# block 1

Block 1, wiring by layer:
The bar under the picture is 50 µm long.
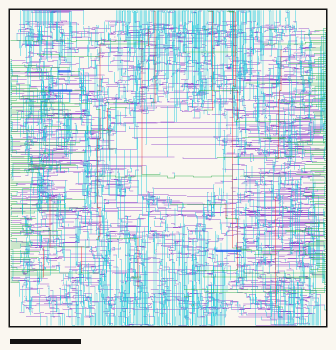

--- src/rtl/ram_arbiter_if.sv ---
// ram_arbiter_if: RAM-side port bundle of the IF/MEM arbiter.
// master = arbiter (drives address/enable/data/mask), slave = RAM (drives data and handshakes).
interface ram_arbiter_if #(
    parameter int AW = 32
);
    logic [AW-1:0] ram_raddr_o;
    logic          ram_ren_o;
    logic [AW-1:0] ram_waddr_o;
    logic [63:0]   ram_wdata_o;
    logic [63:0]   ram_wmask_o;
    logic          ram_wen_o;
    logic [63:0]   ram_rdata_i;
    logic          ram_rready_i;
    logic          ram_wready_i;
    logic          ram_bvalid_i;

    modport master (
        output ram_raddr_o, ram_ren_o, ram_waddr_o, ram_wdata_o, ram_wmask_o, ram_wen_o,
        input  ram_rdata_i, ram_rready_i, ram_wready_i, ram_bvalid_i
    );

    modport slave (
        input  ram_raddr_o, ram_ren_o, ram_waddr_o, ram_wdata_o, ram_wmask_o, ram_wen_o,
        output ram_rdata_i, ram_rready_i, ram_wready_i, ram_bvalid_i
    );
endinterface

--- src/rtl/ram_arbiter.sv ---
// ram_arbiter: shares one single-port data RAM between instruction fetch (32-bit reads)
// and the memory stage (64-bit loads/stores), one transaction at a time.
// Build option ARB_RR_EN: round-robin arbitration. Without it, MEM has priority and IF
// is forced through after STARVE_MAX consecutive MEM grants while it waits.
module ram_arbiter #(
    parameter int STARVE_MAX = 4,
    parameter int AW         = 32
) (
    input  logic          clk,
    input  logic          rst,
    input  logic          if_req_i,
    input  logic [AW-1:0] if_addr_i,
    output logic          if_gnt_o,
    output logic          if_rvalid_o,
    output logic [31:0]   if_rdata_o,
    input  logic          mem_req_i,
    input  logic          mem_we_i,
    input  logic [AW-1:0] mem_addr_i,
    input  logic [63:0]   mem_wdata_i,
    input  logic [63:0]   mem_wmask_i,
    output logic          mem_gnt_o,
    output logic          mem_rvalid_o,
    output logic [63:0]   mem_rdata_o,
    output logic          mem_bvalid_o,
    output logic          busy_o,
    ram_arbiter_if.master ram
);

    typedef enum logic [1:0] {
        ST_IDLE  = 2'd0,
        ST_RD    = 2'd1,
        ST_WR    = 2'd2,
        ST_WRESP = 2'd3
    } state_t;

    state_t        state_q, state_d;
    logic          grant_if_s, grant_mem_s;
    logic          owner_q, owner_d;        // 1 = IF owns the transaction, 0 = MEM
    logic [AW-1:0] raddr_q, raddr_d;
    logic [AW-1:0] waddr_q, waddr_d;
    logic [63:0]   wdata_q, wdata_d;
    logic [63:0]   wmask_q, wmask_d;
    logic [31:0]   if_rdata_q, if_rdata_d;
    logic [63:0]   mem_rdata_q, mem_rdata_d;
    logic          if_gnt_q, if_gnt_d;
    logic          mem_gnt_q, mem_gnt_d;
    logic          if_rvalid_q, if_rvalid_d;
    logic          mem_rvalid_q, mem_rvalid_d;
    logic          mem_bvalid_q, mem_bvalid_d;
    logic          ren_q, ren_d;
    logic          wen_q, wen_d;
    logic          busy_q, busy_d;

`ifdef ARB_RR_EN
    localparam logic PRIO_MEM = 1'b0;
    localparam logic PRIO_IF  = 1'b1;
    logic prio_q, prio_d;                   // who wins the next contested arbitration
`else
    localparam int            CW      = $clog2(STARVE_MAX + 1);
    localparam logic [CW-1:0] CNT_MAX = CW'(STARVE_MAX);
    logic [CW-1:0] cnt_q, cnt_d;            // consecutive MEM grants while IF waited
`endif

    // Pick the winner among the current requests; only IDLE accepts new work.
    always_comb begin
        grant_if_s  = 1'b0;
        grant_mem_s = 1'b0;
        if (state_q == ST_IDLE) begin
            if (if_req_i && mem_req_i) begin
`ifdef ARB_RR_EN
                grant_if_s  = (prio_q == PRIO_IF);
                grant_mem_s = (prio_q == PRIO_MEM);
`else
                grant_if_s  = (cnt_q == CNT_MAX);
                grant_mem_s = (cnt_q != CNT_MAX);
`endif
            end else begin
                grant_if_s  = if_req_i;
                grant_mem_s = mem_req_i;
            end
        end else begin
            grant_if_s  = 1'b0;
            grant_mem_s = 1'b0;
        end
    end

    // Update the fairness state on every grant.
    always_comb begin
`ifdef ARB_RR_EN
        if (grant_if_s) begin
            prio_d = PRIO_MEM;
        end else if (grant_mem_s) begin
            prio_d = PRIO_IF;
        end else begin
            prio_d = prio_q;
        end
`else
        if (grant_if_s) begin
            cnt_d = {CW{1'b0}};
        end else if (grant_mem_s && if_req_i) begin
            if (cnt_q == CNT_MAX) begin
                cnt_d = cnt_q;
            end else begin
                cnt_d = cnt_q + CW'(1);
            end
        end else if (grant_mem_s) begin
            cnt_d = {CW{1'b0}};
        end else begin
            cnt_d = cnt_q;
        end
`endif
    end

    // FSM state register.
    always_ff @(posedge clk or negedge rst) begin
        if (!rst) begin
            state_q <= ST_IDLE;
        end else begin
            state_q <= state_d;
        end
    end

    // FSM next-state logic.
    always_comb begin
        state_d = state_q;
        case (state_q)
            ST_IDLE: begin
                if (grant_if_s) begin
                    state_d = ST_RD;
                end else if (grant_mem_s) begin
                    state_d = mem_we_i ? ST_WR : ST_RD;
                end else begin
                    state_d = ST_IDLE;
                end
            end
            ST_RD:    state_d = ram.ram_rready_i ? ST_IDLE : ST_RD;
            ST_WR:    state_d = ram.ram_wready_i ? ST_WRESP : ST_WR;
            ST_WRESP: state_d = ram.ram_bvalid_i ? ST_IDLE : ST_WRESP;
            default:  state_d = ST_IDLE;
        endcase
    end

    // FSM output logic: next values of all registered outputs and latched fields.
    always_comb begin
        owner_d      = owner_q;
        raddr_d      = raddr_q;
        waddr_d      = waddr_q;
        wdata_d      = wdata_q;
        wmask_d      = wmask_q;
        if_rdata_d   = if_rdata_q;
        mem_rdata_d  = mem_rdata_q;
        if_gnt_d     = 1'b0;
        mem_gnt_d    = 1'b0;
        if_rvalid_d  = 1'b0;
        mem_rvalid_d = 1'b0;
        mem_bvalid_d = 1'b0;
        // Enables follow the state being entered, so they go high with the grant
        // and drop in the cycle after the RAM handshake completes.
        ren_d        = (state_d == ST_RD);
        wen_d        = (state_d == ST_WR);
        busy_d       = (state_d != ST_IDLE);
        case (state_q)
            ST_IDLE: begin
                if (grant_if_s) begin
                    owner_d  = 1'b1;
                    if_gnt_d = 1'b1;
                    raddr_d  = if_addr_i;
                end else if (grant_mem_s) begin
                    owner_d   = 1'b0;
                    mem_gnt_d = 1'b1;
                    if (mem_we_i) begin
                        waddr_d = mem_addr_i;
                        wdata_d = mem_wdata_i;
                        wmask_d = mem_wmask_i;
                    end else begin
                        raddr_d = mem_addr_i;
                    end
                end else begin
                    owner_d = owner_q;
                end
            end
            ST_RD: begin
                if (ram.ram_rready_i && owner_q) begin
                    if_rvalid_d = 1'b1;
                    if_rdata_d  = ram.ram_rdata_i[31:0];
                end else if (ram.ram_rready_i) begin
                    mem_rvalid_d = 1'b1;
                    mem_rdata_d  = ram.ram_rdata_i;
                end else begin
                    raddr_d = raddr_q;
                end
            end
            ST_WR: begin
                waddr_d = waddr_q;
            end
            ST_WRESP: begin
                if (ram.ram_bvalid_i) begin
                    mem_bvalid_d = 1'b1;
                end else begin
                    mem_bvalid_d = 1'b0;
                end
            end
            default: begin
                owner_d = owner_q;
            end
        endcase
    end

    // Output, datapath and arbitration registers; reset drops any in-flight transaction.
    always_ff @(posedge clk or negedge rst) begin
        if (!rst) begin
            owner_q      <= 1'b0;
            raddr_q      <= {AW{1'b0}};
            waddr_q      <= {AW{1'b0}};
            wdata_q      <= 64'd0;
            wmask_q      <= 64'd0;
            if_rdata_q   <= 32'd0;
            mem_rdata_q  <= 64'd0;
            if_gnt_q     <= 1'b0;
            mem_gnt_q    <= 1'b0;
            if_rvalid_q  <= 1'b0;
            mem_rvalid_q <= 1'b0;
            mem_bvalid_q <= 1'b0;
            ren_q        <= 1'b0;
            wen_q        <= 1'b0;
            busy_q       <= 1'b0;
`ifdef ARB_RR_EN
            prio_q       <= PRIO_MEM;
`else
            cnt_q        <= {CW{1'b0}};
`endif
        end else begin
            owner_q      <= owner_d;
            raddr_q      <= raddr_d;
            waddr_q      <= waddr_d;
            wdata_q      <= wdata_d;
            wmask_q      <= wmask_d;
            if_rdata_q   <= if_rdata_d;
            mem_rdata_q  <= mem_rdata_d;
            if_gnt_q     <= if_gnt_d;
            mem_gnt_q    <= mem_gnt_d;
            if_rvalid_q  <= if_rvalid_d;
            mem_rvalid_q <= mem_rvalid_d;
            mem_bvalid_q <= mem_bvalid_d;
            ren_q        <= ren_d;
            wen_q        <= wen_d;
            busy_q       <= busy_d;
`ifdef ARB_RR_EN
            prio_q       <= prio_d;
`else
            cnt_q        <= cnt_d;
`endif
        end
    end

    assign if_gnt_o        = if_gnt_q;
    assign if_rvalid_o     = if_rvalid_q;
    assign if_rdata_o      = if_rdata_q;
    assign mem_gnt_o       = mem_gnt_q;
    assign mem_rvalid_o    = mem_rvalid_q;
    assign mem_rdata_o     = mem_rdata_q;
    assign mem_bvalid_o    = mem_bvalid_q;
    assign busy_o          = busy_q;
    assign ram.ram_raddr_o = raddr_q;
    assign ram.ram_ren_o   = ren_q;
    assign ram.ram_waddr_o = waddr_q;
    assign ram.ram_wdata_o = wdata_q;
    assign ram.ram_wmask_o = wmask_q;
    assign ram.ram_wen_o   = wen_q;

endmodule

--- src/flat_wrapper.sv ---
// flat-port wrapper written by rule: the top's interface ports become plain ports
module ram_arbiter_flat 
#(
    parameter int STARVE_MAX = 4,
    parameter int AW         = 32
)
  (clk, rst, if_req_i, if_addr_i, if_gnt_o, if_rvalid_o, if_rdata_o, mem_req_i, mem_we_i, mem_addr_i, mem_wdata_i, mem_wmask_i, mem_gnt_o, mem_rvalid_o, mem_rdata_o, mem_bvalid_o, busy_o, ram_ram_raddr_o, ram_ram_ren_o, ram_ram_waddr_o, ram_ram_wdata_o, ram_ram_wmask_o, ram_ram_wen_o, ram_ram_rdata_i, ram_ram_rready_i, ram_ram_wready_i, ram_ram_bvalid_i);
  ram_arbiter_if #(.AW(AW)) ram_i ();
  input  logic clk;
  input  logic rst;
  input  logic if_req_i;
  input  logic [AW-1:0] if_addr_i;
  output logic if_gnt_o;
  output logic if_rvalid_o;
  output logic [31:0] if_rdata_o;
  input  logic mem_req_i;
  input  logic mem_we_i;
  input  logic [AW-1:0] mem_addr_i;
  input  logic [63:0] mem_wdata_i;
  input  logic [63:0] mem_wmask_i;
  output logic mem_gnt_o;
  output logic mem_rvalid_o;
  output logic [63:0] mem_rdata_o;
  output logic mem_bvalid_o;
  output logic busy_o;
  output wire logic [$bits(ram_i.ram_raddr_o)-1:0] ram_ram_raddr_o;
  output wire logic [$bits(ram_i.ram_ren_o)-1:0] ram_ram_ren_o;
  output wire logic [$bits(ram_i.ram_waddr_o)-1:0] ram_ram_waddr_o;
  output wire logic [$bits(ram_i.ram_wdata_o)-1:0] ram_ram_wdata_o;
  output wire logic [$bits(ram_i.ram_wmask_o)-1:0] ram_ram_wmask_o;
  output wire logic [$bits(ram_i.ram_wen_o)-1:0] ram_ram_wen_o;
  input wire logic [$bits(ram_i.ram_rdata_i)-1:0] ram_ram_rdata_i;
  input wire logic [$bits(ram_i.ram_rready_i)-1:0] ram_ram_rready_i;
  input wire logic [$bits(ram_i.ram_wready_i)-1:0] ram_ram_wready_i;
  input wire logic [$bits(ram_i.ram_bvalid_i)-1:0] ram_ram_bvalid_i;
  assign ram_ram_raddr_o = ram_i.ram_raddr_o;
  assign ram_ram_ren_o = ram_i.ram_ren_o;
  assign ram_ram_waddr_o = ram_i.ram_waddr_o;
  assign ram_ram_wdata_o = ram_i.ram_wdata_o;
  assign ram_ram_wmask_o = ram_i.ram_wmask_o;
  assign ram_ram_wen_o = ram_i.ram_wen_o;
  assign ram_i.ram_rdata_i = ram_ram_rdata_i;
  assign ram_i.ram_rready_i = ram_ram_rready_i;
  assign ram_i.ram_wready_i = ram_ram_wready_i;
  assign ram_i.ram_bvalid_i = ram_ram_bvalid_i;
  ram_arbiter #(.STARVE_MAX(STARVE_MAX), .AW(AW)) u_core (.clk(clk), .rst(rst), .if_req_i(if_req_i), .if_addr_i(if_addr_i), .if_gnt_o(if_gnt_o), .if_rvalid_o(if_rvalid_o), .if_rdata_o(if_rdata_o), .mem_req_i(mem_req_i), .mem_we_i(mem_we_i), .mem_addr_i(mem_addr_i), .mem_wdata_i(mem_wdata_i), .mem_wmask_i(mem_wmask_i), .mem_gnt_o(mem_gnt_o), .mem_rvalid_o(mem_rvalid_o), .mem_rdata_o(mem_rdata_o), .mem_bvalid_o(mem_bvalid_o), .busy_o(busy_o), .ram(ram_i));
endmodule
--- config.mk ---
export PLATFORM = sky130hd
export DESIGN_NAME = ram_arbiter_flat
export DESIGN_NICKNAME = d
export VERILOG_FILES = /design/src/rtl/ram_arbiter_if.sv /design/src/rtl/ram_arbiter.sv /design/src/flat_wrapper.sv
export SDC_FILE = /design/constraint.sdc
export NUM_CORES = 1
export LEC_CHECK = 0
export ABC_AREA = 1
export ABC_CLOCK_PERIOD_IN_PS = 1500
export CAP_MARGIN = 30
export CELL_PAD_IN_SITES_DETAIL_PLACEMENT = 0
export CELL_PAD_IN_SITES_GLOBAL_PLACEMENT = 1
export CORE_MARGIN = 4
export CORE_UTILIZATION = 26
export DETAILED_ROUTE_END_ITERATION = 7
export PLACE_DENSITY_LB_ADDON = 0.1
export SLEW_MARGIN = 30
export SYNTH_ARGS = -nofsm -noshare
export SYNTH_HDL_FRONTEND = slang
export SYNTH_SLANG_ARGS = --single-unit
--- constraint.sdc ---
create_clock -name clk -period 1.5 [get_ports clk]
set_input_delay 0.45 -clock clk [delete_from_list [all_inputs] [get_ports clk]]
set_output_delay 0.45 -clock clk [all_outputs]
set_load 0.005 [all_outputs]
# block 2

`src/rtl/mux_scan_ctrl.sv`:
```
// mux_scan_ctrl: steps a 3-bit select across a downstream 8:1 mux, waits
// SETTLE cycles on each channel, samples mux_out into a shadow word and
// presents the finished 8-bit word with a valid/ready handshake.
//
// Parameter
//   SETTLE   cycles each select value is held before sampling (1..16)
// Ports
//   clk      rising-edge clock
//   rst      synchronous, active-high reset
//   start    scan request, honoured only when idle
//   cont     continuous mode, latched when a scan is accepted
//   mux_out  selected mux output
//   sel      select bus to the mux
//   data     assembled scan word, data[i] sampled with sel=i
//   valid    data holds a complete word
//   ready    consumer accepts data when valid && ready
//   busy     high whenever not idle
//
// state | meaning
// IDLE  | waiting for start
// SCAN  | stepping sel and sampling mux_out into the shadow word
// HOLD  | word presented on data, waiting for ready
module mux_scan_ctrl #(
  parameter int SETTLE = 1
) (
  input  logic       clk,
  input  logic       rst,
  input  logic       start,
  input  logic       cont,
  input  logic       mux_out,
  output logic [2:0] sel,
  output logic [7:0] data,
  output logic       valid,
  input  logic       ready,
  output logic       busy
);

  if (SETTLE < 1 || SETTLE > 16) begin : g_bad_settle
    $error("mux_scan_ctrl: SETTLE out of range 1..16");
  end

  localparam logic [3:0] CNT_LAST = 4'(SETTLE - 1);

  typedef enum logic [1:0] {
    IDLE = 2'd0,
    SCAN = 2'd1,
    HOLD = 2'd2
  } state_t;

  state_t     state_q, state_d;
  logic [3:0] cnt, cnt_d;
  logic [7:0] shadow, shadow_d;
  logic [2:0] sel_d;
  logic [7:0] data_d;
  logic       valid_d;
  logic       mode, mode_d;

  always_ff @(posedge clk) begin
    if (rst) begin
      state_q <= IDLE;
      cnt     <= '0;
      shadow  <= '0;
      sel     <= '0;
      data    <= '0;
      valid   <= 1'b0;
      mode    <= 1'b0;
    end else begin
      state_q <= state_d;
      cnt     <= cnt_d;
      shadow  <= shadow_d;
      sel     <= sel_d;
      data    <= data_d;
      valid   <= valid_d;
      mode    <= mode_d;
    end
  end

  always_comb begin
    state_d  = state_q;
    cnt_d    = cnt;
    shadow_d = shadow;
    sel_d    = sel;
    data_d   = data;
    valid_d  = valid;
    mode_d   = mode;
    case (state_q)
      IDLE: begin
        if (start) begin
          sel_d    = '0;
          cnt_d    = '0;
          shadow_d = '0;
          mode_d   = cont;
          state_d  = SCAN;
        end
      end
      SCAN: begin
        if (cnt == CNT_LAST) begin
          shadow_d[sel] = mux_out;
          cnt_d         = '0;
          if (sel == 3'd7) begin
            // Last bit comes straight from mux_out; data is only ever
            // written here, so in-flight shadow writes never disturb it.
            data_d  = {mux_out, shadow[6:0]};
            valid_d = 1'b1;
            sel_d   = '0;
            state_d = HOLD;
          end else begin
            sel_d = sel + 3'd1;
          end
        end else begin
          cnt_d = cnt + 4'd1;
        end
      end
      HOLD: begin
        if (ready) begin
          valid_d = 1'b0;
          if (mode) begin
            // Back-to-back scan starts on the handshake edge itself.
            sel_d   = '0;
            cnt_d   = '0;
            mode_d  = cont;
            state_d = SCAN;
          end else begin
            state_d = IDLE;
          end
        end
      end
      default: state_d = IDLE;
    endcase
  end

  assign busy = (state_q != IDLE);

endmodule

```
`config.mk`:
```
export PLATFORM = sky130hd
export DESIGN_NAME = mux_scan_ctrl
export DESIGN_NICKNAME = d
export VERILOG_FILES = /design/src/rtl/mux_scan_ctrl.sv
export SDC_FILE = /design/constraint.sdc
export NUM_CORES = 1
export LEC_CHECK = 0
export CAP_MARGIN = 40
export CORE_AREA = 3 3 61 86
export DETAILED_ROUTE_END_ITERATION = 6
export DIE_AREA = 0 0 64 89
export REMOVE_ABC_BUFFERS = 1
export SLEW_MARGIN = 20
export SYNTH_ARGS = -nofsm -noshare
export SYNTH_HDL_FRONTEND = slang
export SYNTH_SLANG_ARGS = --single-unit
export TNS_END_PERCENT = 1
```
`constraint.sdc`:
```
create_clock -name clk -period 2.6 [get_ports clk]
set_input_delay 0.52 -clock clk [delete_from_list [all_inputs] [get_ports clk]]
set_output_delay 0.52 -clock clk [all_outputs]
set_load 0.005 [all_outputs]
```
# block 3

--- src/rtl/ide_ctrl_pkg.sv ---
// ide_ctrl_pkg: shared types and constants for the Zorro II IDE cycle controller.
// Latency: n/a (types, constants and a helper only).
// Backpressure: n/a.
package ide_ctrl_pkg;

    typedef enum logic [2:0] {
        ST_IDLE,
        ST_SETUP,
        ST_STROBE,
        ST_HOLD,
        ST_ROMRD,
        ST_ACK
    } state_t;

    // Address bits inside the 64 KB board window
    localparam int          SEL_BIT  = 15;      // 0 = boot ROM, 1 = IDE
    localparam int          PORT_BIT = 14;      // 0 = IDE1, 1 = IDE2
    localparam int          CS_BIT   = 13;      // 0 = CS0 command, 1 = CS1 control
    localparam logic [2:0]  BANK_TAG = 3'b111;  // ADDR[14:12] of the ROM bank latch

    // Default timing in CLK7M cycles (141 ns each)
    localparam int DEF_SETUP_CYCLES  = 1;
    localparam int DEF_STROBE_CYCLES = 2;
    localparam int DEF_HOLD_CYCLES   = 1;
    localparam int DEF_ROM_WAIT      = 1;

    // Counter reload value for a phase lasting 'cycles' clocks
    function automatic logic [1:0] cnt_load(input int cycles);
        return 2'(cycles - 1);
    endfunction

endpackage

--- src/rtl/ide_wait_counter.sv ---
// ide_wait_counter: 2-bit loadable down-counter with zero flag, paces FSM phases.
// Latency: count/zero are registered; a load is visible one edge later.
// Backpressure: none; holds at zero until reloaded.
// Ports: CLK7M, RESET (sync, active-low), load/load_val in; cnt, zero out.
module ide_wait_counter (
    input  logic       CLK7M,
    input  logic       RESET,
    input  logic       load,
    input  logic [1:0] load_val,
    output logic [1:0] cnt,
    output logic       zero
);
    logic [1:0] cnt_q;
    logic [1:0] cnt_d;

    always_comb begin
        cnt_d = cnt_q;
        if (load) begin
            cnt_d = load_val;
        end else if (cnt_q != 2'd0) begin
            cnt_d = cnt_q - 2'd1;
        end
    end

    always_ff @(posedge CLK7M) begin
        if (!RESET) begin
            cnt_q <= 2'd0;
        end else begin
            cnt_q <= cnt_d;
        end
    end

    assign cnt  = cnt_q;
    assign zero = (cnt_q == 2'd0);

endmodule

--- src/rtl/ide_ctrl.sv ---
// ide_ctrl: Zorro II IDE/boot-ROM cycle controller, PIO mode 0 CS/IOR/IOW timing.
// Latency: CS on start edge, strobe after SETUP_CYCLES, DTACK in last strobe cycle.
// Backpressure: host holds AS_n until DTACK; next cycle waits for ACK->IDLE.
// Ports: CLK7M/RESET; 68000 ADDR/AS_n/UDS_n/LDS_n/RW/DIN; ide_access/ide_enable
//        from autoconfig; AS_n_S4, DTACK, IOR_n/IOW_n, IDEx_CS_n, IDE_ROMEN, ROM_BANK.
module ide_ctrl
    import ide_ctrl_pkg::*;
#(
    parameter int SETUP_CYCLES  = DEF_SETUP_CYCLES,
    parameter int STROBE_CYCLES = DEF_STROBE_CYCLES,
    parameter int HOLD_CYCLES   = DEF_HOLD_CYCLES,
    parameter int ROM_WAIT      = DEF_ROM_WAIT
) (
    input  logic        CLK7M,
    input  logic        RESET,
    input  logic [23:1] ADDR,
    input  logic        AS_n,
    input  logic        UDS_n,
    input  logic        LDS_n,
    input  logic        RW,
    input  logic [1:0]  DIN,
    input  logic        ide_access,
    input  logic        ide_enable,
    output logic        AS_n_S4,
    output logic        DTACK,
    output logic        IOR_n,
    output logic        IOW_n,
    output logic [1:0]  IDE1_CS_n,
    output logic [1:0]  IDE2_CS_n,
    output logic        IDE_ROMEN,
    output logic [1:0]  ROM_BANK
);
    state_t     state_q, state_d;
    logic       as_s4_q, as_s4_d;
    logic       dtack_q, dtack_d;
    logic       ior_q, ior_d;
    logic       iow_q, iow_d;
    logic [1:0] ide1_cs_q, ide1_cs_d;
    logic [1:0] ide2_cs_q, ide2_cs_d;
    logic       romen_q, romen_d;
    logic [1:0] bank_q, bank_d;
    logic       rw_q, rw_d;

    logic       cnt_load_en;
    logic [1:0] cnt_load_val;
    logic [1:0] cnt;
    logic       cnt_zero;
    logic       start;

    // Address bits outside the decoded fields are qualified by ide_access upstream
    logic unused_addr;
    assign unused_addr = ^{ADDR[23:16], ADDR[11:1]};

    assign start = !as_s4_q && ide_access && ide_enable && (!UDS_n || !LDS_n);

    always_comb begin
        state_d      = state_q;
        as_s4_d      = AS_n;
        dtack_d      = dtack_q;
        ior_d        = ior_q;
        iow_d        = iow_q;
        ide1_cs_d    = ide1_cs_q;
        ide2_cs_d    = ide2_cs_q;
        romen_d      = romen_q;
        bank_d       = bank_q;
        rw_d         = rw_q;
        cnt_load_val = 2'd0;

        case (state_q)
            ST_IDLE: begin
                if (start) begin
                    rw_d = RW;
                    if (ADDR[SEL_BIT]) begin
                        state_d      = ST_SETUP;
                        cnt_load_val = cnt_load(SETUP_CYCLES);
                        case ({ADDR[PORT_BIT], ADDR[CS_BIT]})
                            2'b00:   ide1_cs_d = 2'b10;
                            2'b01:   ide1_cs_d = 2'b01;
                            2'b10:   ide2_cs_d = 2'b10;
                            default: ide2_cs_d = 2'b01;
                        endcase
                    end else if (RW) begin
                        state_d      = ST_ROMRD;
                        romen_d      = 1'b1;
                        cnt_load_val = cnt_load(ROM_WAIT);
                    end else begin
                        // ROM-region writes are acknowledged; only the tag address latches
                        state_d = ST_ACK;
                        dtack_d = 1'b1;
                        if (ADDR[14:12] == BANK_TAG) begin
                            bank_d = DIN;
                        end
                    end
                end
            end

            ST_SETUP: begin
                if (as_s4_q) begin
                    // Aborted before the strobe: still give CS its full hold
                    state_d      = ST_HOLD;
                    dtack_d      = 1'b0;
                    cnt_load_val = cnt_load(HOLD_CYCLES);
                end else if (cnt_zero) begin
                    state_d      = ST_STROBE;
                    cnt_load_val = cnt_load(STROBE_CYCLES);
                    if (rw_q) begin
                        ior_d = 1'b0;
                    end else begin
                        iow_d = 1'b0;
                    end
                    // A one-cycle strobe is its own last cycle
                    if (STROBE_CYCLES == 1) begin
                        dtack_d = 1'b1;
                    end
                end
            end

            ST_STROBE: begin
                if (as_s4_q || cnt_zero) begin
                    state_d      = ST_HOLD;
                    ior_d        = 1'b1;
                    iow_d        = 1'b1;
                    cnt_load_val = cnt_load(HOLD_CYCLES);
                    if (as_s4_q) begin
                        dtack_d = 1'b0;
                    end
                end else if (cnt == 2'd1) begin
                    // Next cycle is the last strobe cycle
                    dtack_d = 1'b1;
                end
            end

            ST_HOLD: begin
                if (cnt_zero) begin
                    state_d   = ST_ACK;
                    ide1_cs_d = 2'b11;
                    ide2_cs_d = 2'b11;
                end
            end

            ST_ROMRD: begin
                if (as_s4_q) begin
                    state_d = ST_IDLE;
                    romen_d = 1'b0;
                    dtack_d = 1'b0;
                end else if (cnt_zero) begin
                    state_d = ST_ACK;
                    dtack_d = 1'b1;
                end
            end

            ST_ACK: begin
                // DTACK keeps whatever it had: high normally, low after an abort
                if (as_s4_q) begin
                    state_d = ST_IDLE;
                    dtack_d = 1'b0;
                    romen_d = 1'b0;
                end
            end

            default: begin
                state_d   = ST_IDLE;
                dtack_d   = 1'b0;
                ior_d     = 1'b1;
                iow_d     = 1'b1;
                ide1_cs_d = 2'b11;
                ide2_cs_d = 2'b11;
                romen_d   = 1'b0;
            end
        endcase
    end

    // Every state entry reloads the shared counter
    assign cnt_load_en = (state_d != state_q);

    always_ff @(posedge CLK7M) begin
        if (!RESET) begin
            state_q   <= ST_IDLE;
            as_s4_q   <= 1'b1;
            dtack_q   <= 1'b0;
            ior_q     <= 1'b1;
            iow_q     <= 1'b1;
            ide1_cs_q <= 2'b11;
            ide2_cs_q <= 2'b11;
            romen_q   <= 1'b0;
            bank_q    <= 2'b00;
            rw_q      <= 1'b1;
        end else begin
            state_q   <= state_d;
            as_s4_q   <= as_s4_d;
            dtack_q   <= dtack_d;
            ior_q     <= ior_d;
            iow_q     <= iow_d;
            ide1_cs_q <= ide1_cs_d;
            ide2_cs_q <= ide2_cs_d;
            romen_q   <= romen_d;
            bank_q    <= bank_d;
            rw_q      <= rw_d;
        end
    end

    ide_wait_counter u_wait (
        .CLK7M    (CLK7M),
        .RESET    (RESET),
        .load     (cnt_load_en),
        .load_val (cnt_load_val),
        .cnt      (cnt),
        .zero     (cnt_zero)
    );

    assign AS_n_S4   = as_s4_q;
    assign DTACK     = dtack_q;
    assign IOR_n     = ior_q;
    assign IOW_n     = iow_q;
    assign IDE1_CS_n = ide1_cs_q;
    assign IDE2_CS_n = ide2_cs_q;
    assign IDE_ROMEN = romen_q;
    assign ROM_BANK  = bank_q;

endmodule

--- config.mk ---
export PLATFORM = sky130hd
export DESIGN_NAME = ide_ctrl
export DESIGN_NICKNAME = d
export VERILOG_FILES = /design/src/rtl/ide_ctrl_pkg.sv /design/src/rtl/ide_wait_counter.sv /design/src/rtl/ide_ctrl.sv
export SDC_FILE = /design/constraint.sdc
export NUM_CORES = 1
export LEC_CHECK = 0
export CELL_PAD_IN_SITES_DETAIL_PLACEMENT = 0
export CELL_PAD_IN_SITES_GLOBAL_PLACEMENT = 1
export CORE_ASPECT_RATIO = 0.8
export CORE_UTILIZATION = 26
export CTS_BUF_LIST = sky130_fd_sc_hd__clkbuf_2 sky130_fd_sc_hd__clkbuf_4 sky130_fd_sc_hd__clkbuf_8
export CTS_CLUSTER_DIAMETER = 50
export CTS_CLUSTER_SIZE = 10
export DETAILED_ROUTE_END_ITERATION = 10
export PLACE_DENSITY_LB_ADDON = 0.12
export SYNTH_ARGS = -nofsm -noshare
export SYNTH_HDL_FRONTEND = slang
export SYNTH_SLANG_ARGS = --single-unit
export TNS_END_PERCENT = 10
--- constraint.sdc ---
create_clock -name CLK7M -period 1.6 [get_ports CLK7M]
set_input_delay 0.16 -clock CLK7M [delete_from_list [all_inputs] [get_ports CLK7M]]
set_output_delay 0.16 -clock CLK7M [all_outputs]
set_load 0.05 [all_outputs]
# block 4

[src/rtl/arp_if.sv]
// arp_if: payload byte stream from the MAC receive path into the ARP parser.
interface arp_if;
  logic       in_valid;
  logic [7:0] din;
  logic       in_last;
  logic       in_error;
  modport master (output in_valid, din, in_last, in_error);
  modport slave (input in_valid, din, in_last, in_error);
endinterface

[src/rtl/arp_decode.sv]
// arp_decode: parses an ARP payload, flags requests for IP_ADDR and captures SHA/SPA.
module arp_decode #(
  parameter logic [31:0] IP_ADDR = 32'h69696969
) (
  input  logic        clk,
  input  logic        rst,
  arp_if.slave        s,
  output logic        req_valid,
  output logic [47:0] sha,
  output logic [31:0] spa,
  output logic [15:0] drop_count
);
  localparam logic [63:0] HDR = 64'h0001_0800_0604_0001;
  typedef enum logic {PARSE, PAD} state_t;
  state_t      state;
  logic [4:0]  cnt;
  logic        ok;
  logic [47:0] sha_sh;
  logic [31:0] spa_sh;
  logic [7:0]  exp_byte;
  logic        chk, ok_now, accept;
  always_comb begin
    exp_byte = cnt < 5'd8 ? HDR[{~cnt[2:0], 3'b000} +: 8] : IP_ADDR[{~cnt[1:0], 3'b000} +: 8];
    chk      = state == PARSE && (cnt < 5'd8 || cnt >= 5'd24);
    ok_now   = ok && (!chk || s.din == exp_byte);
    accept   = ok_now && cnt >= 5'd27 && !s.in_error;
  end
  always_ff @(posedge clk) begin
    if (rst) begin
      state      <= PARSE;
      cnt        <= '0;
      ok         <= 1'b1;
      sha_sh     <= '0;
      spa_sh     <= '0;
      req_valid  <= 1'b0;
      sha        <= '0;
      spa        <= '0;
      drop_count <= '0;
    end else begin
      req_valid <= 1'b0;
      if (s.in_valid && s.in_last) begin
        state <= PARSE;
        cnt   <= '0;
        ok    <= 1'b1;
        if (accept) begin
          req_valid <= 1'b1;
          sha       <= sha_sh;
          spa       <= spa_sh;
        end else begin
          drop_count <= drop_count + {15'd0, drop_count != 16'hFFFF};
        end
      end else if (s.in_valid) begin
        ok    <= ok_now;
        cnt   <= state == PAD ? cnt : cnt + 5'd1;
        state <= cnt == 5'd27 ? PAD : state;
        if (cnt >= 5'd8 && cnt < 5'd14) sha_sh <= {sha_sh[39:0], s.din};
        if (cnt >= 5'd14 && cnt < 5'd18) spa_sh <= {spa_sh[23:0], s.din};
      end
    end
  end
endmodule

[src/flat_wrapper.sv]
// flat-port wrapper written by rule: the top's interface ports become plain ports
module arp_decode_flat 
#(
  parameter logic [31:0] IP_ADDR = 32'h69696969
)
  (clk, rst, req_valid, sha, spa, drop_count, s_in_valid, s_din, s_in_last, s_in_error);
  arp_if s_i ();
  input  logic clk;
  input  logic rst;
  output logic req_valid;
  output logic [47:0] sha;
  output logic [31:0] spa;
  output logic [15:0] drop_count;
  input wire logic [$bits(s_i.in_valid)-1:0] s_in_valid;
  input wire logic [$bits(s_i.din)-1:0] s_din;
  input wire logic [$bits(s_i.in_last)-1:0] s_in_last;
  input wire logic [$bits(s_i.in_error)-1:0] s_in_error;
  assign s_i.in_valid = s_in_valid;
  assign s_i.din = s_din;
  assign s_i.in_last = s_in_last;
  assign s_i.in_error = s_in_error;
  arp_decode #(.IP_ADDR(IP_ADDR)) u_core (.clk(clk), .rst(rst), .s(s_i), .req_valid(req_valid), .sha(sha), .spa(spa), .drop_count(drop_count));
endmodule
[config.mk]
export PLATFORM = sky130hd
export DESIGN_NAME = arp_decode_flat
export DESIGN_NICKNAME = d
export VERILOG_FILES = /design/src/rtl/arp_if.sv /design/src/rtl/arp_decode.sv /design/src/flat_wrapper.sv
export SDC_FILE = /design/constraint.sdc
export NUM_CORES = 1
export LEC_CHECK = 0
export CAP_MARGIN = 30
export CORE_UTILIZATION = 50
export CTS_BUF_LIST = sky130_fd_sc_hd__clkbuf_8
export DETAILED_ROUTE_END_ITERATION = 8
export PLACE_DENSITY = 0.77
export SYNTH_ARGS = -nofsm -noshare
export SYNTH_HDL_FRONTEND = slang
export SYNTH_SLANG_ARGS = --single-unit
[constraint.sdc]
create_clock -name clk -period 2.4 [get_ports clk]
set_clock_uncertainty 0.2 [all_clocks]
set_input_delay 0.6 -clock clk [delete_from_list [all_inputs] [get_ports clk]]
set_output_delay 0.6 -clock clk [all_outputs]
set_load 0.005 [all_outputs]

==> gallery <==
Layout detail.
panel A
The bar under the picture is 5 µm long. Window x 24 to 44, y 29 to 49 µm. Cells in gray, sequential cells in the stronger gray; small squares are vias.
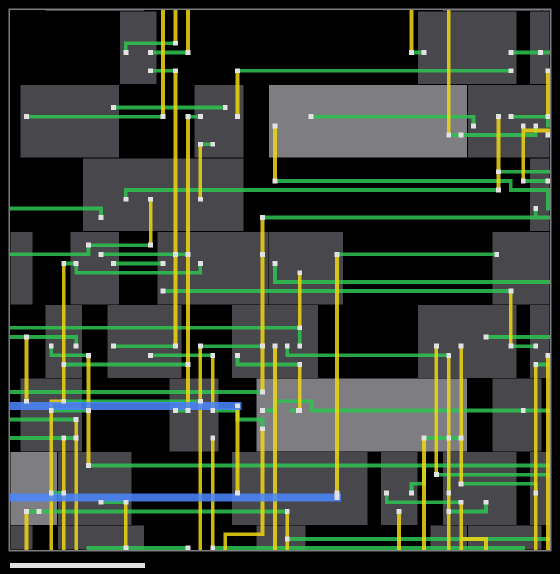
panel B
The bar under the picture is 5 µm long. Window x 101 to 121, y 145 to 165 µm. Cells in gray, sequential cells in the stronger gray; small squares are vias.
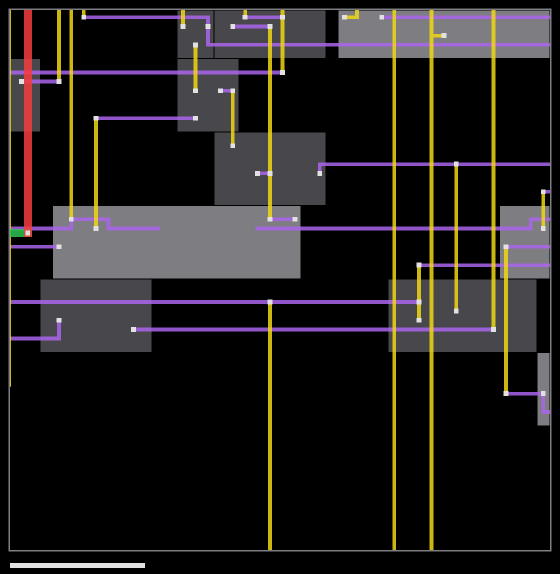
panel C
The bar under the picture is 5 µm long. Window x 50 to 70, y 74 to 94 µm. Cells in gray, sequential cells in the stronger gray; small squares are vias.
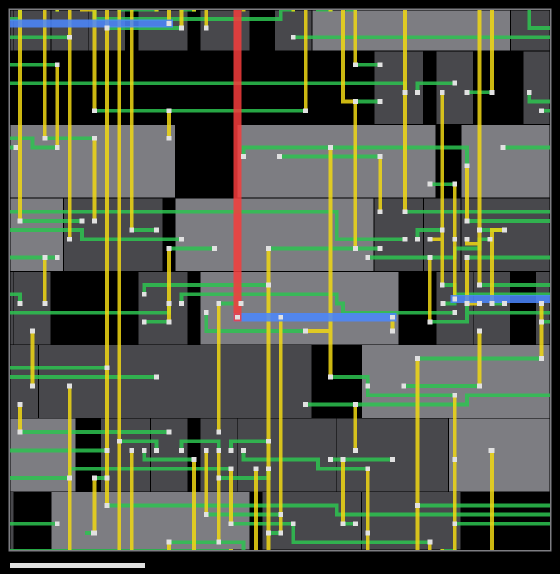
panel D
The bar under the picture is 5 µm long. Window x 22 to 42, y 52 to 72 µm. Cells in gray, sequential cells in the stronger gray; small squares are vias.
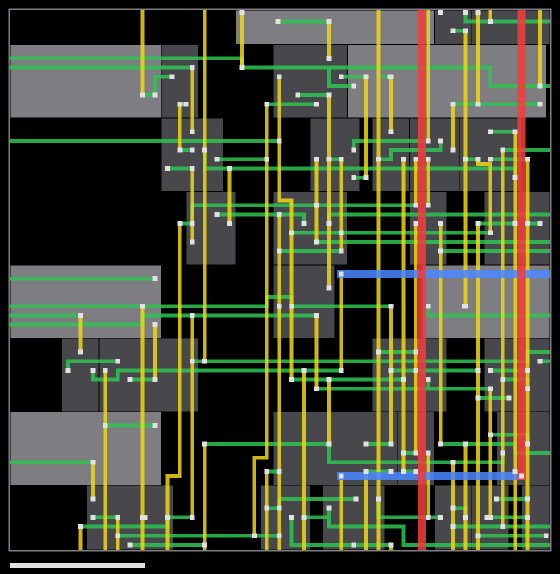
The one with the smallest die is panel A.
The one with the largest die is panel B.
For block 2, see panel D.
For block 1, see panel B.
For block 4, see panel C.
For block 3, see panel A.

Key to panel D:
| layer | color |
|---|---|
| M4 | red |
| M2 | yellow |
| M3 | blue |
| M1 | green |
netlist names of flops here include: `shadow` (3), `data` (2)
most frequent: dfxtp_1 (5), nand2_1 (3)
cells with their middle in the window: 29
sequential cells in the window: 5

Block 4, selected gate families:
The bar under the picture is 20 µm long.
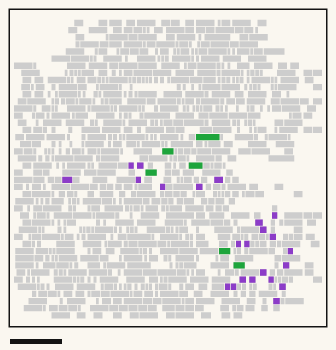
| family | color | cells | most used |
|---|---|---|---|
| fa/ha/maj cells | green | 6 | ha_1 |
| and/or cells | purple | 23 | or4_1 |

==> results.toml, block 4 <==
# synthesis and place-and-route metrics
[outcome]
violations_in_the_final_reports = "setup timing"
status = "complete, but fails checks"

[yosys]
post_synth_inst_count = 773
async_reset_ff_share_pct = 0
yosys-top-cells-count = "dfxtp_1, nand2_1, a21oi_1"
edff_count_synth = 0
mappedNetlistNets = 792

[hold_path]
worst_hold_path.num_cells = 2
whs_endpoint = "u_core.sha_sh[45]"

[cells_and_area]
area_share_nonclk_buffers_pct = 20.45
area_share_clock_buf_inv_pct = 4.371

[worst_setup_path]
cp.depth = 11
reg2regPathDepth = 11

[die]
core.rowCount = 42
die_w_um = 120.5

[placed_design]
dpl-instance-area_mm2 = 0.008551
placement.setup.worst_slack_ps = -755.3

[cts]
cts.sinks = 184

[global_route]
first_global_vias = 5446
global_route.peak_usage_layer = "met2"
number_of_antenna_violations_at_the_first_check_in_global_routing = 0
grt_max_degree = 81

[sta]
worst_slack_ps = -256.2
finalSetupViolCount = 96

[detailed_routing]
via_per_inst = 5.426
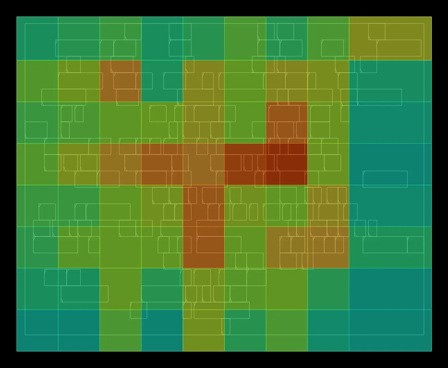
Block 3: routing congestion map
met2 GRT Util: 19.56%
met3 routing resource usage after global routing: 5.165%
average wire length per cell after detail routing: 12.35 µm
met1 demand-to-capacity share in global routing: 22.48%

==> results.toml, block 3 <==
# synthesis and place-and-route metrics
[detailed_routing]
final_antenna_net_count = 0
drt-initial-drc-count = 33
via_per_inst = 4.780

[power_and_ir_drop]
switchingPower_uw = 648.5
power_report.internal_total_mw = 1.114
seq_cell_power_uw = 557

[cts]
clock_tree_from_tritoncts = "yes"
clk_pin_slew_worst_paths_ps = 70
cts-resized-gates = 1

[yosys]
post_synth_inst_count = 113
mappedNetlistArea_um2 = 930.9
mappedNetlistNets = 148
edff_count_synth = 0

[cells_and_area]
final.signal_inverter_count = 8
flip_flop_count_of_the_largest_register_after_layout = 3
top_layout_cell = "buf_4"
layout.clock_buffers = 3

[worst_setup_path]
worst_setup_path_start_kind = "flip-flop"
cp-endpoint = "IDE2_CS_n[1]"

[sta]
skew_ps = 2.928
grt_setup_unrepaired = "no"

[outcome]
status = "finished clean"

[placed_design]
placement.io_buffers = 24
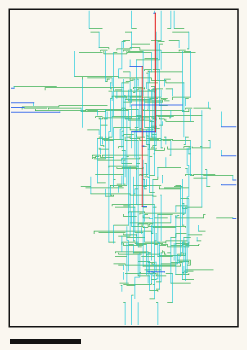
Block 2: wiring by layer
The bar under the picture is 20 µm long.
| layer | color | wire length |
|---|---|---|
| M2 | cyan | 1310 µm |
| M3 | blue | 68.2 µm |
| M1 | green | 1220 µm |
| M4 | red | 72.8 µm |

==> results.toml, block 2 <==
# synthesis and place-and-route metrics
[cells_and_area]
area_share_nonclk_buffers_pct = 13.51
seq_share_pct = 34.70
combGateArea_um2 = 635.6
largest_class = "combinational gates"
antenna-diode-count = 0

[worst_setup_path]
critical_path_required_ps = 2080
crit_path_cells = "nor2_1, inv_1, clkdlybuf4s50_1"
criticalPathCategory = "reg -> out"
worst_setup_path_start_kind = "flip-flop"
crit_path_start = "state_q[1]"

[yosys]
fa_ha_maj_area_share_pct = 4.082
async_reset_ff_share_pct = 0
synth-seq-cells = 26
yosys-top-cells-count = "dfxtp_1, nor2_1, mux2i_1"
edff_count_synth = 0
synth_top_flop_cell = "dfxtp_1"
post_synth_inst_count = 134
mappedNetlistArea_mm2 = 0.001226

[detailed_routing]
final_antenna_net_count = 0
drtPass1Iterations = 4
drt-initial-drc-count = 34
top_signal_layer_used = "met4"

[sta]
skew_ps = 4.679
timing.final.crit_period_ps = 2133
finalSetupTns_ps = 0
finalSetupViolCount = 0

[cts]
cts.sinks = 26

[die]
io_pins = 19
design.core.area_mm2 = 0.004536

[power_and_ir_drop]
power_frac_seq_pct = 57.4
power.density_cell_area_mw_per_mm2 = 484.3

[outcome]
status = "finished clean"

[hold_path]
whs_endpoint = "shadow[5]"
hold_class = "reg -> reg"

[global_route]
wire_length_of_the_first_global_routing_pass_mm = 4.416
global_route.usage.met1_pct = 11.85

[placed_design]
dpl-instance-area_mm2 = 0.001459
Block 1, selected gate families:
The bar under the picture is 50 µm long.
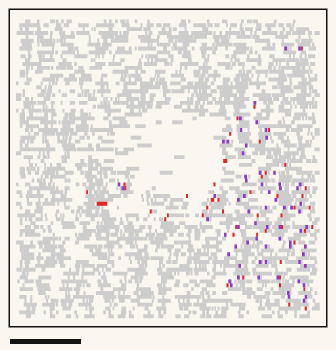
| family | color | cells | most used |
|---|---|---|---|
| inv cells | red | 48 | inv_1 |
| aoi and oai cells | purple | 68 | o21ai_0 |

## Picture notes: 'wiring by layer' of block 1
| layer | color | wire length |
|---|---|---|
| M3 | green | 4180 µm |
| M5 | blue | 38.6 µm |
| M2 | cyan | 25.2 mm |
| M1 | purple | 20.9 mm |
| M4 | red | 942 µm |

==> results.toml, block 1 <==
# synthesis and place-and-route metrics
[outcome]
status = "complete, but fails checks"
violations_in_the_final_reports = "setup timing"

[worst_setup_path]
reg2regPathDepth = 10
cp.depth = 10
crit_path_start = "u_core.cnt_q[1]"
worstReg2RegStart = "u_core.cnt_q[1]"
critPathCaptureType = "flip-flop"
worst_setup_path_start_kind = "flip-flop"

[run]
warning_count = 30

[detailed_routing]
final_antenna_net_count = 0
via_per_inst = 4.305
drt-initial-drc-count = 589

[sta]
worst_slack_ps = -80.78
timing.final.crit_period_ps = 1581
finalSetupViolCount = 210
fin_crit_sh_pct = 105.4
finalSetupTns_ps = -6060

[cells_and_area]
seq_cell_count = 302
combGateArea_mm2 = 0.004030
final_cell_area_mm2 = 0.02093
non_clock_buffer_total_of_the_final_layout = 801
largest_class = "registers"
fin_nets = 2392
area_share_nonclk_buffers_pct = 34.49

[placed_design]
detailed_placement_hpwl_mm = 36.38

[cts]
post_cts_hold_buffer_count = 1
clkLatencyLatePin_ps = 540

[power_and_ir_drop]
switchingPower_mw = 13.55
clkPwrFrac_pct = 21.7
vdd.ir_drop.worst_mv = 0.7490
power.share.combinational_pct = 43.6

[die]
core.rowCount = 77

[yosys]
synth_top_area_share_pct = 63.79
yosys.stat.seqShare_pct = 63.79

[global_route]
number_of_antenna_violations_at_the_first_check_in_global_routing = 5


==> screenshots <==
Sequential cells grouped by signal name.
(a)
The bar under the picture is 20 µm long.
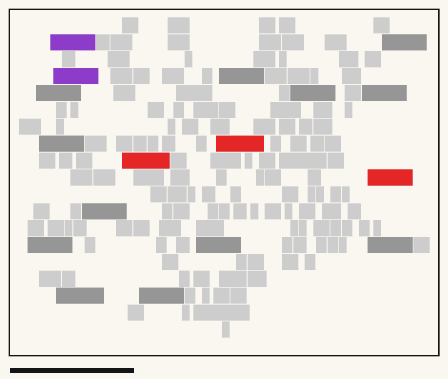
(b)
The bar under the picture is 20 µm long.
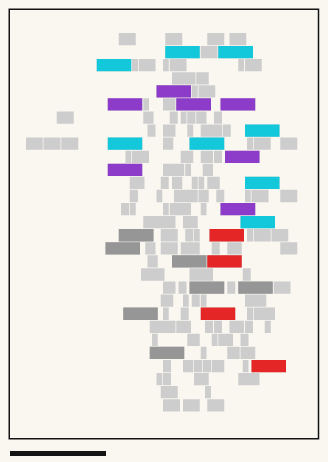
(c)
The bar under the picture is 50 µm long.
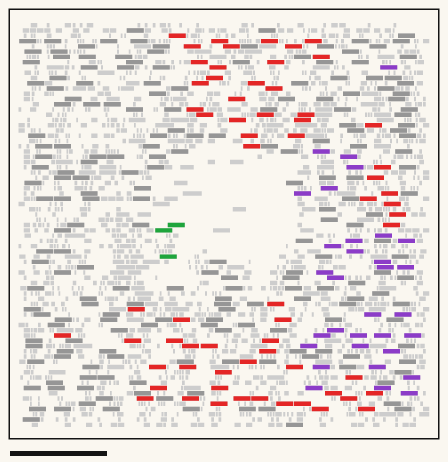
(d)
The bar under the picture is 20 µm long.
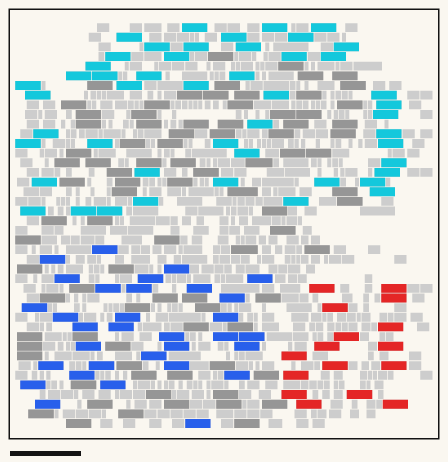
block 3: (a)
block 2: (b)
block 1: (c)
block 4: (d)


==> notes/layouts.md <==
Pictures saved along the way, in no particular order.

Routing congestion map.
Plate I
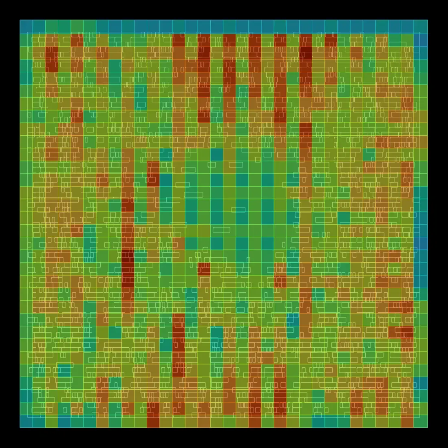
Plate II
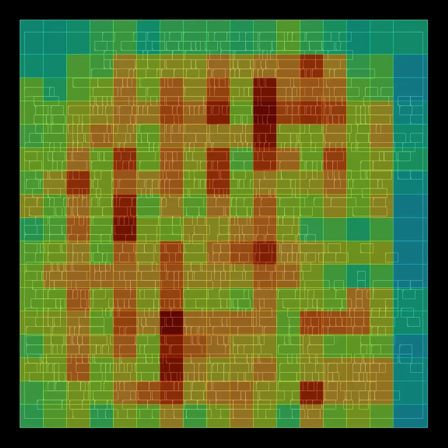
Plate III
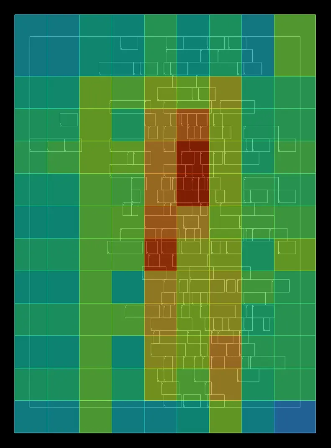
block 4 -> Plate II
block 2 -> Plate III
block 1 -> Plate I

